==================== design 1
Figure 1. PDN straps and rails (design 1).
(1 px per um) Pins as bars on the die edge. Tap cells in gray.
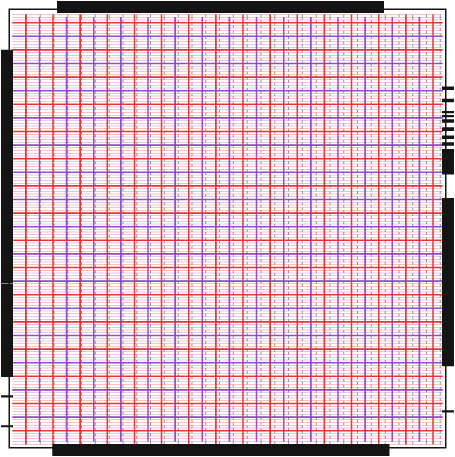
===== src/rtl/row_pair_filter.sv =====
// Row-pair image filter: fetches consecutive row pairs from a dual-row shifter,
// keeps each pixel that has a set vertical or horizontal neighbour, and streams
// every filtered row into a result BRAM as 16 x 32-bit words.

module row_pair_filter_lane #(
  parameter int VEC_W = 32
) (
  input  logic [VEC_W-1:0] prev_i,
  input  logic [VEC_W+1:0] win_i,   // current row slice with one neighbour bit on each side
  output logic [VEC_W-1:0] out_o
);
  assign out_o = win_i[VEC_W:1] & (prev_i | win_i[VEC_W-1:0] | win_i[VEC_W+1:2]);
endmodule

module row_pair_filter #(
  parameter int LAST_ROW = 511
) (
  input  logic         i_clk,
  input  logic         i_rst,
  input  logic         i_start,
  output logic         o_busy,
  output logic         o_done,
  output logic         o_trig_rd,
  output logic         o_trig_shift,
  output logic         o_init_en,
  output logic [8:0]   o_row_num_init,
  output logic [8:0]   o_row_num_to_read,
  input  logic         i_rd_done,
  input  logic [511:0] i_1st_row_512b,
  input  logic [511:0] i_2nd_row_512b,
  output logic [12:0]  o_wr_addr,
  output logic [31:0]  o_wr_data,
  output logic         o_wr_en,
  output logic [18:0]  o_kept_cnt
);
  localparam int NUM_LANES = 16;
  localparam int VEC_W     = 32;
  localparam int ROW_W     = NUM_LANES * VEC_W;
  localparam logic [8:0] LAST_R = 9'(LAST_ROW);

  typedef enum logic [2:0] {
    S_IDLE, S_REQ, S_WAIT_ACK, S_WAIT_REL, S_CALC, S_WRITE, S_DONE
  } state_t;

  state_t      state_q, state_d;
  logic [8:0]  r_q, r_d;
  logic [8:0]  row_q, row_d;
  logic [3:0]  w_q, w_d;
  logic        first_q, first_d;
  logic [18:0] kept_q, kept_d;
  logic        buf_load;

  logic [NUM_LANES-1:0][VEC_W-1:0] prev_w, filt_w, buf_q;
  logic [ROW_W+1:0]                cur_ext;

  function automatic logic [5:0] popcnt32(input logic [31:0] v);
    popcnt32 = '0;
    for (int i = 0; i < 32; i++) popcnt32 = popcnt32 + 6'(v[i]);
  endfunction

  // While the first flag is set the init fetch holds row 0 in the first register
  // and there is no row above it.
  always_comb begin
    prev_w  = first_q ? '0 : i_1st_row_512b;
    cur_ext = {1'b0, (first_q ? i_1st_row_512b : i_2nd_row_512b), 1'b0};
  end

  for (genvar k = 0; k < NUM_LANES; k++) begin : g_lane
    row_pair_filter_lane #(.VEC_W(VEC_W)) u_lane (
      .prev_i (prev_w[k]),
      .win_i  (cur_ext[k*VEC_W +: VEC_W+2]),
      .out_o  (filt_w[k])
    );
  end

  always_ff @(posedge i_clk) begin
    if (buf_load) buf_q <= filt_w;
  end

  always_ff @(posedge i_clk) begin
    if (i_rst) begin
      state_q <= S_IDLE;
      r_q     <= '0;
      row_q   <= '0;
      w_q     <= '0;
      first_q <= 1'b0;
      kept_q  <= '0;
    end else begin
      state_q <= state_d;
      r_q     <= r_d;
      row_q   <= row_d;
      w_q     <= w_d;
      first_q <= first_d;
      kept_q  <= kept_d;
    end
  end

  always_comb begin
    state_d  = state_q;
    r_d      = r_q;
    row_d    = row_q;
    w_d      = w_q;
    first_d  = first_q;
    kept_d   = kept_q;
    buf_load = 1'b0;
    case (state_q)
      S_IDLE: begin
        if (i_start) begin
          state_d = S_REQ;
          kept_d  = '0;
          r_d     = 9'd1;
          first_d = 1'b1;
        end
      end
      S_REQ:      state_d = S_WAIT_ACK;
      S_WAIT_ACK: if (i_rd_done) state_d = S_WAIT_REL;
      S_WAIT_REL: if (!i_rd_done) state_d = S_CALC;
      S_CALC: begin
        buf_load = 1'b1;
        row_d    = first_q ? 9'd0 : r_q;
        w_d      = '0;
        state_d  = S_WRITE;
      end
      S_WRITE: begin
        kept_d = kept_q + 19'(popcnt32(o_wr_data));
        w_d    = w_q + 4'd1;
        if (w_q == 4'd15) begin
          // Row 1 is already in the shifter after the init fetch, so go straight to CALC.
          if (first_q) begin
            first_d = 1'b0;
            state_d = S_CALC;
          end else if (r_q == LAST_R) begin
            state_d = S_DONE;
          end else begin
            r_d     = r_q + 9'd1;
            state_d = S_REQ;
          end
        end
      end
      S_DONE:  if (!i_start) state_d = S_IDLE;
      default: state_d = S_IDLE;
    endcase
  end

  logic fetching;
  assign fetching = (state_q == S_REQ) || (state_q == S_WAIT_ACK);

  always_comb begin
    o_busy            = (state_q != S_IDLE) && (state_q != S_DONE);
    o_done            = (state_q == S_DONE);
    o_trig_rd         = fetching;
    o_trig_shift      = 1'b0;
    o_init_en         = fetching & first_q;
    o_row_num_init    = '0;
    o_row_num_to_read = fetching ? r_q : '0;
    o_wr_en           = (state_q == S_WRITE);
    o_wr_addr         = {row_q, w_q};
    o_wr_data         = o_wr_en ? buf_q[w_q] : '0;
    o_kept_cnt        = kept_q;
  end
endmodule


===== config.mk =====
export PLATFORM = sky130hd
export DESIGN_NAME = row_pair_filter
export DESIGN_NICKNAME = d
export VERILOG_FILES = /design/src/rtl/row_pair_filter.sv
export SDC_FILE = /design/constraint.sdc
export NUM_CORES = 2
export LEC_CHECK = 0
export CORE_AREA = 2 2 433 435
export CTS_BUF_LIST = sky130_fd_sc_hd__clkbuf_16
export DETAILED_ROUTE_END_ITERATION = 10
export DIE_AREA = 0 0 435 437
export PLACE_DENSITY_LB_ADDON = 0.12
export SLEW_MARGIN = 25
export SYNTH_ARGS = -nofsm -noshare
export SYNTH_HDL_FRONTEND = slang
export SYNTH_SLANG_ARGS = --single-unit

===== constraint.sdc =====
create_clock -name i_clk -period 16.1 [get_ports i_clk]
set_input_delay 3.22 -clock i_clk [delete_from_list [all_inputs] [get_ports i_clk]]
set_output_delay 3.22 -clock i_clk [all_outputs]
set_load 0.01 [all_outputs]

==> impl_metrics.py <==
# Metrics from the implementation run
metrics = {
    "status": {
        "status": "complete, no violations",
    },
    "pwr": {
        "p_comb_w": 0.00192,
        "top_power_group": "sequential cells",
    },
    "die": {
        "dieArea_um2": 190000,
    },
    "logic_synthesis": {
        "ys_cells": 2925,
        "synth.distinct_cells": 55,
        "ys_sh_aoi_pct": 33.3,
        "yosys_area_um2": 33700,
    },
    "critical_path": {
        "reg2reg_slack_ns": 7.55,
        "cp-start-kind": "flop",
        "critPathRequiredTime_ns": 16.68,
        "cpMostUsedCell": "fa_1",
    },
    "global_routing": {
        "antenna_found_initial": 62,
        "track_usage_pct": 20.9,
    },
    "min_path": {
        "worstHoldPathType": "reg2reg",
    },
    "clock_network": {
        "post_cts_buffers": 0,
        "cts_tree": "done",
    },
    "final_timing": {
        "fin_skew_ns": 0.0225,
    },
    "layout": {
        "clockBufferCount": 70,
        "combAreaFraction_pct": 33.3,
    },
    "placed_design": {
        "dp.cells": 6351,
    },
}
Notes on Figure 1 above:
color	net
red	VSS
purple	VDD
tap cells	2,480
met1 rails	159
met4 straps	31
met5 straps	31
Die Wd: 435 um
worst vdd ir: 70.0 uV

synthesized netlist by cell type (all sizes together), types with 24 or more instances:
master | instances | area (um^2)
a21oi | 31 | 155
clkbuf | 139 | 522
buf | 55 | 319
dfxtp | 45 | 901
mux4 | 100 | 2250
inv | 40 | 150
o211ai | 527 | 3960
edfxtp | 512 | 15400
fa | 26 | 521
o31ai | 512 | 3840
o21ai | 521 | 2610
nand3 | 24 | 133
nand2 | 68 | 255
mux2i | 87 | 871
nor2 | 27 | 101
metal layers:
layer / wire [um] / share of wire, % / global-route usage, % / vias up
met3: 13500 / 6.5 / 4.39 / 203
met4: 4620 / 2.2 / 4.56 / 36
met5: 213 / 0.10 / 0 / -
met1: 93500 / 45 / 28.6 / 16200
met2: 96800 / 46 / 33.8 / 1293
li1: - / - / - / 14600
stage by stage:
stage / setup slack, ns / power, W
CTS: 7.42 / 0.00583
finish: 7.55 / 0.00576
detailed placement: 7.43 / 0.00428
global placement: 7.46 / 0.00430
floorplan: 1.77 / 0.00327
global route: 7.08 / 0.00602
sequential cells by signal, summed over array words and instances (netlist names):
name        cells
row_q           9
buf_q         512
first_q         1
r_q             9
o_kept_cnt     19
state_q         3
w_q             4

==================== design 2
Figure 2. PDN straps and rails (design 2).
(6 px per um) Pins as bars on the die edge. Tap cells in gray.
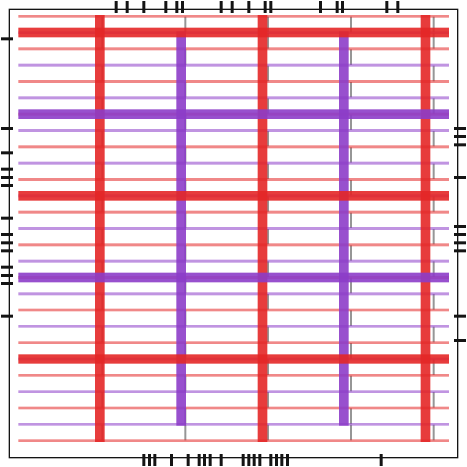
Figure 3. Cell classes on the final placement (design 2).
(6 px per um) Fill, decap, tap and diode cells in gray.
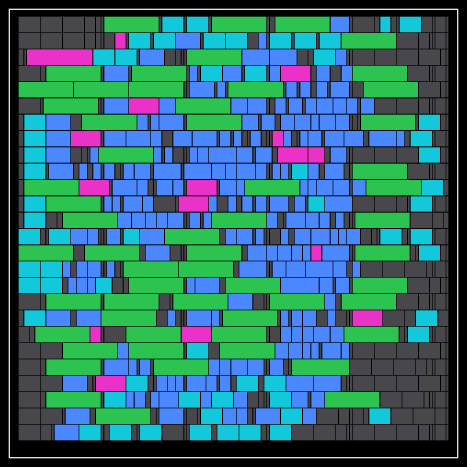
Figure 4. Clock network drawn from the DEF (design 2).
(4 px per um)
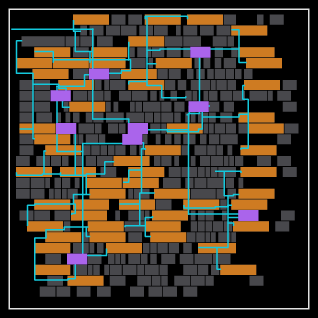
**src/rtl/rtc_timekeeper.sv**
```systemverilog
// rtl/rtc_timekeeper.sv - BCD time-of-day keeper with req/ack time-set handshake
//
// Counts seconds/minutes/hours in packed BCD from rising edges of one_hz and
// accepts a software time-set over a four-phase set_req/set_ack handshake.
// Each committed set pulses trig so the divider re-phases.
//
// Ports:
//   clk        system clock (divider domain)
//   rst        asynchronous active-low reset
//   one_hz     divider output level; each rising edge is one second
//   set_req    four-phase time-set request
//   set_hh/mm/ss  BCD time to load, sampled when the request is accepted
//   set_ack    handshake acknowledge
//   set_err    qualified by set_ack; 1 = requested time rejected
//   trig       single-cycle divider re-phase pulse
//   hh/mm/ss   current BCD time
//   sec_pulse  single-cycle pulse on each time advance
//   day_pulse  single-cycle pulse on wrap to 00:00:00
//   busy       handshake FSM not idle
module rtc_timekeeper #(
    parameter int HOURS_PER_DAY = 24,
    parameter int PULSE_IN_SET  = 1
) (
    input  logic       clk,
    input  logic       rst,
    input  logic       one_hz,
    input  logic       set_req,
    input  logic [7:0] set_hh,
    input  logic [7:0] set_mm,
    input  logic [7:0] set_ss,
    output logic       set_ack,
    output logic       set_err,
    output logic       trig,
    output logic [7:0] hh,
    output logic [7:0] mm,
    output logic [7:0] ss,
    output logic       sec_pulse,
    output logic       day_pulse,
    output logic       busy
);

    // BCD encodings of the hour modulus and of the last valid hour. Because
    // BCD ordering matches numeric ordering for valid digits, a plain compare
    // against HH_MAX checks the hour range.
    localparam logic [7:0] HH_MAX  = {4'(HOURS_PER_DAY / 10), 4'(HOURS_PER_DAY % 10)};
    localparam logic [7:0] HH_LAST = {4'((HOURS_PER_DAY - 1) / 10), 4'((HOURS_PER_DAY - 1) % 10)};

    typedef enum logic [1:0] {
        IDLE   = 2'd0,
        CHECK  = 2'd1,
        COMMIT = 2'd2,
        HOLD   = 2'd3
    } state_t;

    state_t     state_q, state_d;
    logic       one_hz_q;
    logic [7:0] sh_hh_q, sh_mm_q, sh_ss_q;
    logic [7:0] hh_q, hh_d, mm_q, mm_d, ss_q, ss_d;
    logic       sec_q, sec_d, day_q, day_d, trig_q, trig_d;
    logic       ack_q, ack_d, err_q, err_d, busy_q;
    logic       capture, load, adv, shadow_ok;

    // Two-digit BCD increment that wraps to 00 after 'last'.
    function automatic logic [7:0] bcd_inc(input logic [7:0] v, input logic [7:0] last);
        if (v == last)
            return 8'h00;
        else if (v[3:0] == 4'd9)
            return {v[7:4] + 4'd1, 4'd0};
        else
            return {v[7:4], v[3:0] + 4'd1};
    endfunction

    assign adv = one_hz & ~one_hz_q;

    assign shadow_ok = (sh_ss_q[3:0] <= 4'd9) && (sh_ss_q[7:4] <= 4'd9) &&
                       (sh_mm_q[3:0] <= 4'd9) && (sh_mm_q[7:4] <= 4'd9) &&
                       (sh_hh_q[3:0] <= 4'd9) && (sh_hh_q[7:4] <= 4'd9) &&
                       (sh_ss_q < 8'h60) && (sh_mm_q < 8'h60) && (sh_hh_q < HH_MAX);

    // Handshake FSM: next state and control strobes.
    always_comb begin
        state_d = state_q;
        ack_d   = ack_q;
        err_d   = err_q;
        capture = 1'b0;
        load    = 1'b0;
        case (state_q)
            IDLE: begin
                if (set_req) begin
                    capture = 1'b1;
                    state_d = CHECK;
                end
            end
            CHECK: begin
                if (shadow_ok) begin
                    state_d = COMMIT;
                end else begin
                    ack_d   = 1'b1;
                    err_d   = 1'b1;
                    state_d = HOLD;
                end
            end
            COMMIT: begin
                load    = 1'b1;
                ack_d   = 1'b1;
                err_d   = 1'b0;
                state_d = HOLD;
            end
            HOLD: begin
                if (!set_req) begin
                    ack_d   = 1'b0;
                    err_d   = 1'b0;
                    state_d = IDLE;
                end
            end
            default: state_d = IDLE;
        endcase
    end

    // Time datapath. A load in COMMIT takes priority and swallows any
    // coincident one_hz edge.
    always_comb begin
        hh_d   = hh_q;
        mm_d   = mm_q;
        ss_d   = ss_q;
        sec_d  = 1'b0;
        day_d  = 1'b0;
        trig_d = load && (PULSE_IN_SET != 0);
        if (load) begin
            hh_d = sh_hh_q;
            mm_d = sh_mm_q;
            ss_d = sh_ss_q;
        end else if (adv) begin
            sec_d = 1'b1;
            ss_d  = bcd_inc(ss_q, 8'h59);
            if (ss_q == 8'h59) begin
                mm_d = bcd_inc(mm_q, 8'h59);
                if (mm_q == 8'h59) begin
                    hh_d  = bcd_inc(hh_q, HH_LAST);
                    day_d = (hh_q == HH_LAST);
                end
            end
        end
    end

    always_ff @(posedge clk or negedge rst) begin
        if (!rst) begin
            state_q  <= IDLE;
            one_hz_q <= 1'b1;
            sh_hh_q  <= 8'h00;
            sh_mm_q  <= 8'h00;
            sh_ss_q  <= 8'h00;
            hh_q     <= 8'h00;
            mm_q     <= 8'h00;
            ss_q     <= 8'h00;
            sec_q    <= 1'b0;
            day_q    <= 1'b0;
            trig_q   <= 1'b0;
            ack_q    <= 1'b0;
            err_q    <= 1'b0;
            busy_q   <= 1'b0;
        end else begin
            state_q  <= state_d;
            one_hz_q <= one_hz;
            if (capture) begin
                sh_hh_q <= set_hh;
                sh_mm_q <= set_mm;
                sh_ss_q <= set_ss;
            end
            hh_q     <= hh_d;
            mm_q     <= mm_d;
            ss_q     <= ss_d;
            sec_q    <= sec_d;
            day_q    <= day_d;
            trig_q   <= trig_d;
            ack_q    <= ack_d;
            err_q    <= err_d;
            busy_q   <= (state_d != IDLE);
        end
    end

    assign set_ack   = ack_q;
    assign set_err   = err_q;
    assign trig      = trig_q;
    assign hh        = hh_q;
    assign mm        = mm_q;
    assign ss        = ss_q;
    assign sec_pulse = sec_q;
    assign day_pulse = day_q;
    assign busy      = busy_q;

endmodule

```
**config.mk**
```make
export PLATFORM = sky130hd
export DESIGN_NAME = rtc_timekeeper
export DESIGN_NICKNAME = d
export VERILOG_FILES = /design/src/rtl/rtc_timekeeper.sv
export SDC_FILE = /design/constraint.sdc
export NUM_CORES = 1
export LEC_CHECK = 0
export CAP_MARGIN = 20
export CORE_UTILIZATION = 55
export CTS_CLUSTER_SIZE = 8
export DETAILED_ROUTE_END_ITERATION = 8
export HOLD_SLACK_MARGIN = 0.05
export PLACE_DENSITY = 0.92
export SLEW_MARGIN = 20
export SYNTH_ARGS = -nofsm -noshare
export SYNTH_HDL_FRONTEND = slang
export SYNTH_SLANG_ARGS = --single-unit
```
**constraint.sdc**
```tcl
create_clock -name clk -period 4.4 [get_ports clk]
set_input_delay 1.1 -clock clk [delete_from_list [all_inputs] [get_ports clk]]
set_output_delay 1.1 -clock clk [all_outputs]
set_load 0.005 [all_outputs]
```
==> impl_metrics.py <==
# Metrics from the implementation run
metrics = {
    "critical_path": {
        "critPathMaxStageDelay_ns": 0.52,
        "crit_fanout": 18,
        "path_delay_family": "buffers and inverters",
    },
    "pwr": {
        "p_clk_share_pct": 19.1,
    },
    "clock_network": {
        "path_clk_slew_ns": 0.06,
        "htreeDepth": 3,
        "cts_sinks": 57,
        "cts_tree": "done",
    },
    "drt": {
        "drt_iter0_drc": 442,
        "via_per_inst": 6.08,
    },
    "status": {
        "status": "complete, no violations",
    },
    "global_routing": {
        "grt_pass1_vias": 2229,
        "antenna_found_initial": 0,
    },
    "min_path": {
        "worstHoldPathType": "reg2reg",
    },
    "final_timing": {
        "setup_violations": 0,
        "fin_ws_ns": 1.78,
    },
    "run": {
        "max_cap_violations": 0,
    },
    "logic_synthesis": {
        "synthTopCellsByCount": "56 x dfrtp_1, 25 x mux2_2, 24 x nand2_1, 24 x o21ai_0, 16 x nor2_1",
        "ys.flop_type": "dfrtp_1",
        "yosysMostFrequentCell": "dfrtp_1",
        "avgSynthCellArea_um2": 10.4,
    },
    "die": {
        "dieArea_um2": 5550,
        "die-width_um": 74.5,
    },
    "layout": {
        "antenna_cells": 0,
        "combAreaFraction_pct": 37.2,
        "clkCellAreaFrac_pct": 5.24,
    },
    "placed_design": {
        "portBuffers": 57,
    },
}
About Figure 2:
color	net
red	VSS
purple	VDD
met4 straps	5
tap cells	70

About Figure 3:
color	class	cells
blue	all other logic	210
green	flip-flops	57
cyan	other buffers and delay cells	61
magenta	clock drivers and dummy loads	16
Finished Cell Area: 3730 um^2
Row Count: 26
core box area: 5070 um^2
Seq area share: 38.3%

About Figure 4:
[orange] flip-flops | count: 57
[purple] cells driving clock nets | count: 9
[cyan] clock wires | length: 715 um
routed clock nets	10
flops lie	all over the die
Latency at later pin: 0.34 ns
skew final: 0.0103 ns

## sequential cells by signal, summed over array words and instances (netlist names)
register,flops
sh_mm_q,8
state_q,2
trig,1
mm,8
sh_ss_q,8
hh,8
set_err,1
ss,8
day_pulse,1
sh_hh_q,8
one_hz_q,1
set_ack,1
sec_pulse,1
busy,1
## worst paths after layout
kind | startpoint | endpoint | cells after the start
max in group asynchronous | rst | one_hz_q | 2
max reg2reg | mm[1] | hh[7] | 6
min reg2reg | sh_ss_q[0] | ss[0] | 2
max | one_hz | mm[5] | 5
min | sh_ss_q[0] | ss[0] | 2
min in group asynchronous | rst | day_pulse | 1
## kinds of logic after synthesis
| family | after synthesis |
|---|---|
| mux | 25 |
| buf+inv | 19 |
| simple gates | 99 |
| compound gates | 65 |
| fa+ha+maj | 10 |
| flops | 57 |
| xor+xnor | 2 |
## per-layer routing
| metal | GRT usage, % | share of wire (%) |
|---|---|---|
| met4 | 9.43 | 1.9 |
| met1 | 37.8 | 45 |
| met3 | 6.78 | 5.2 |
| met5 | 0 | 0 |
| met2 | 41.3 | 48 |


==> screenshots <==
Track usage over the die.
Plate I
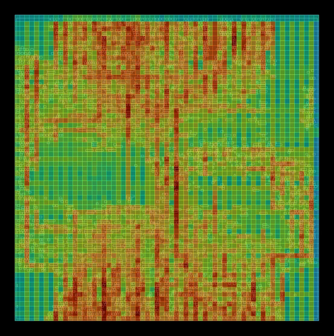
Plate II
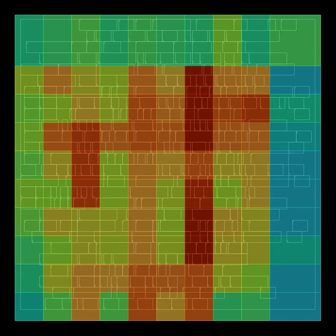
Design 2 is Plate II.
Design 1 is Plate I.
- most wire per cell: Plate I
- highest track usage: Plate II

Power figures rest on the tool's default switching activity, not on a simulated workload.
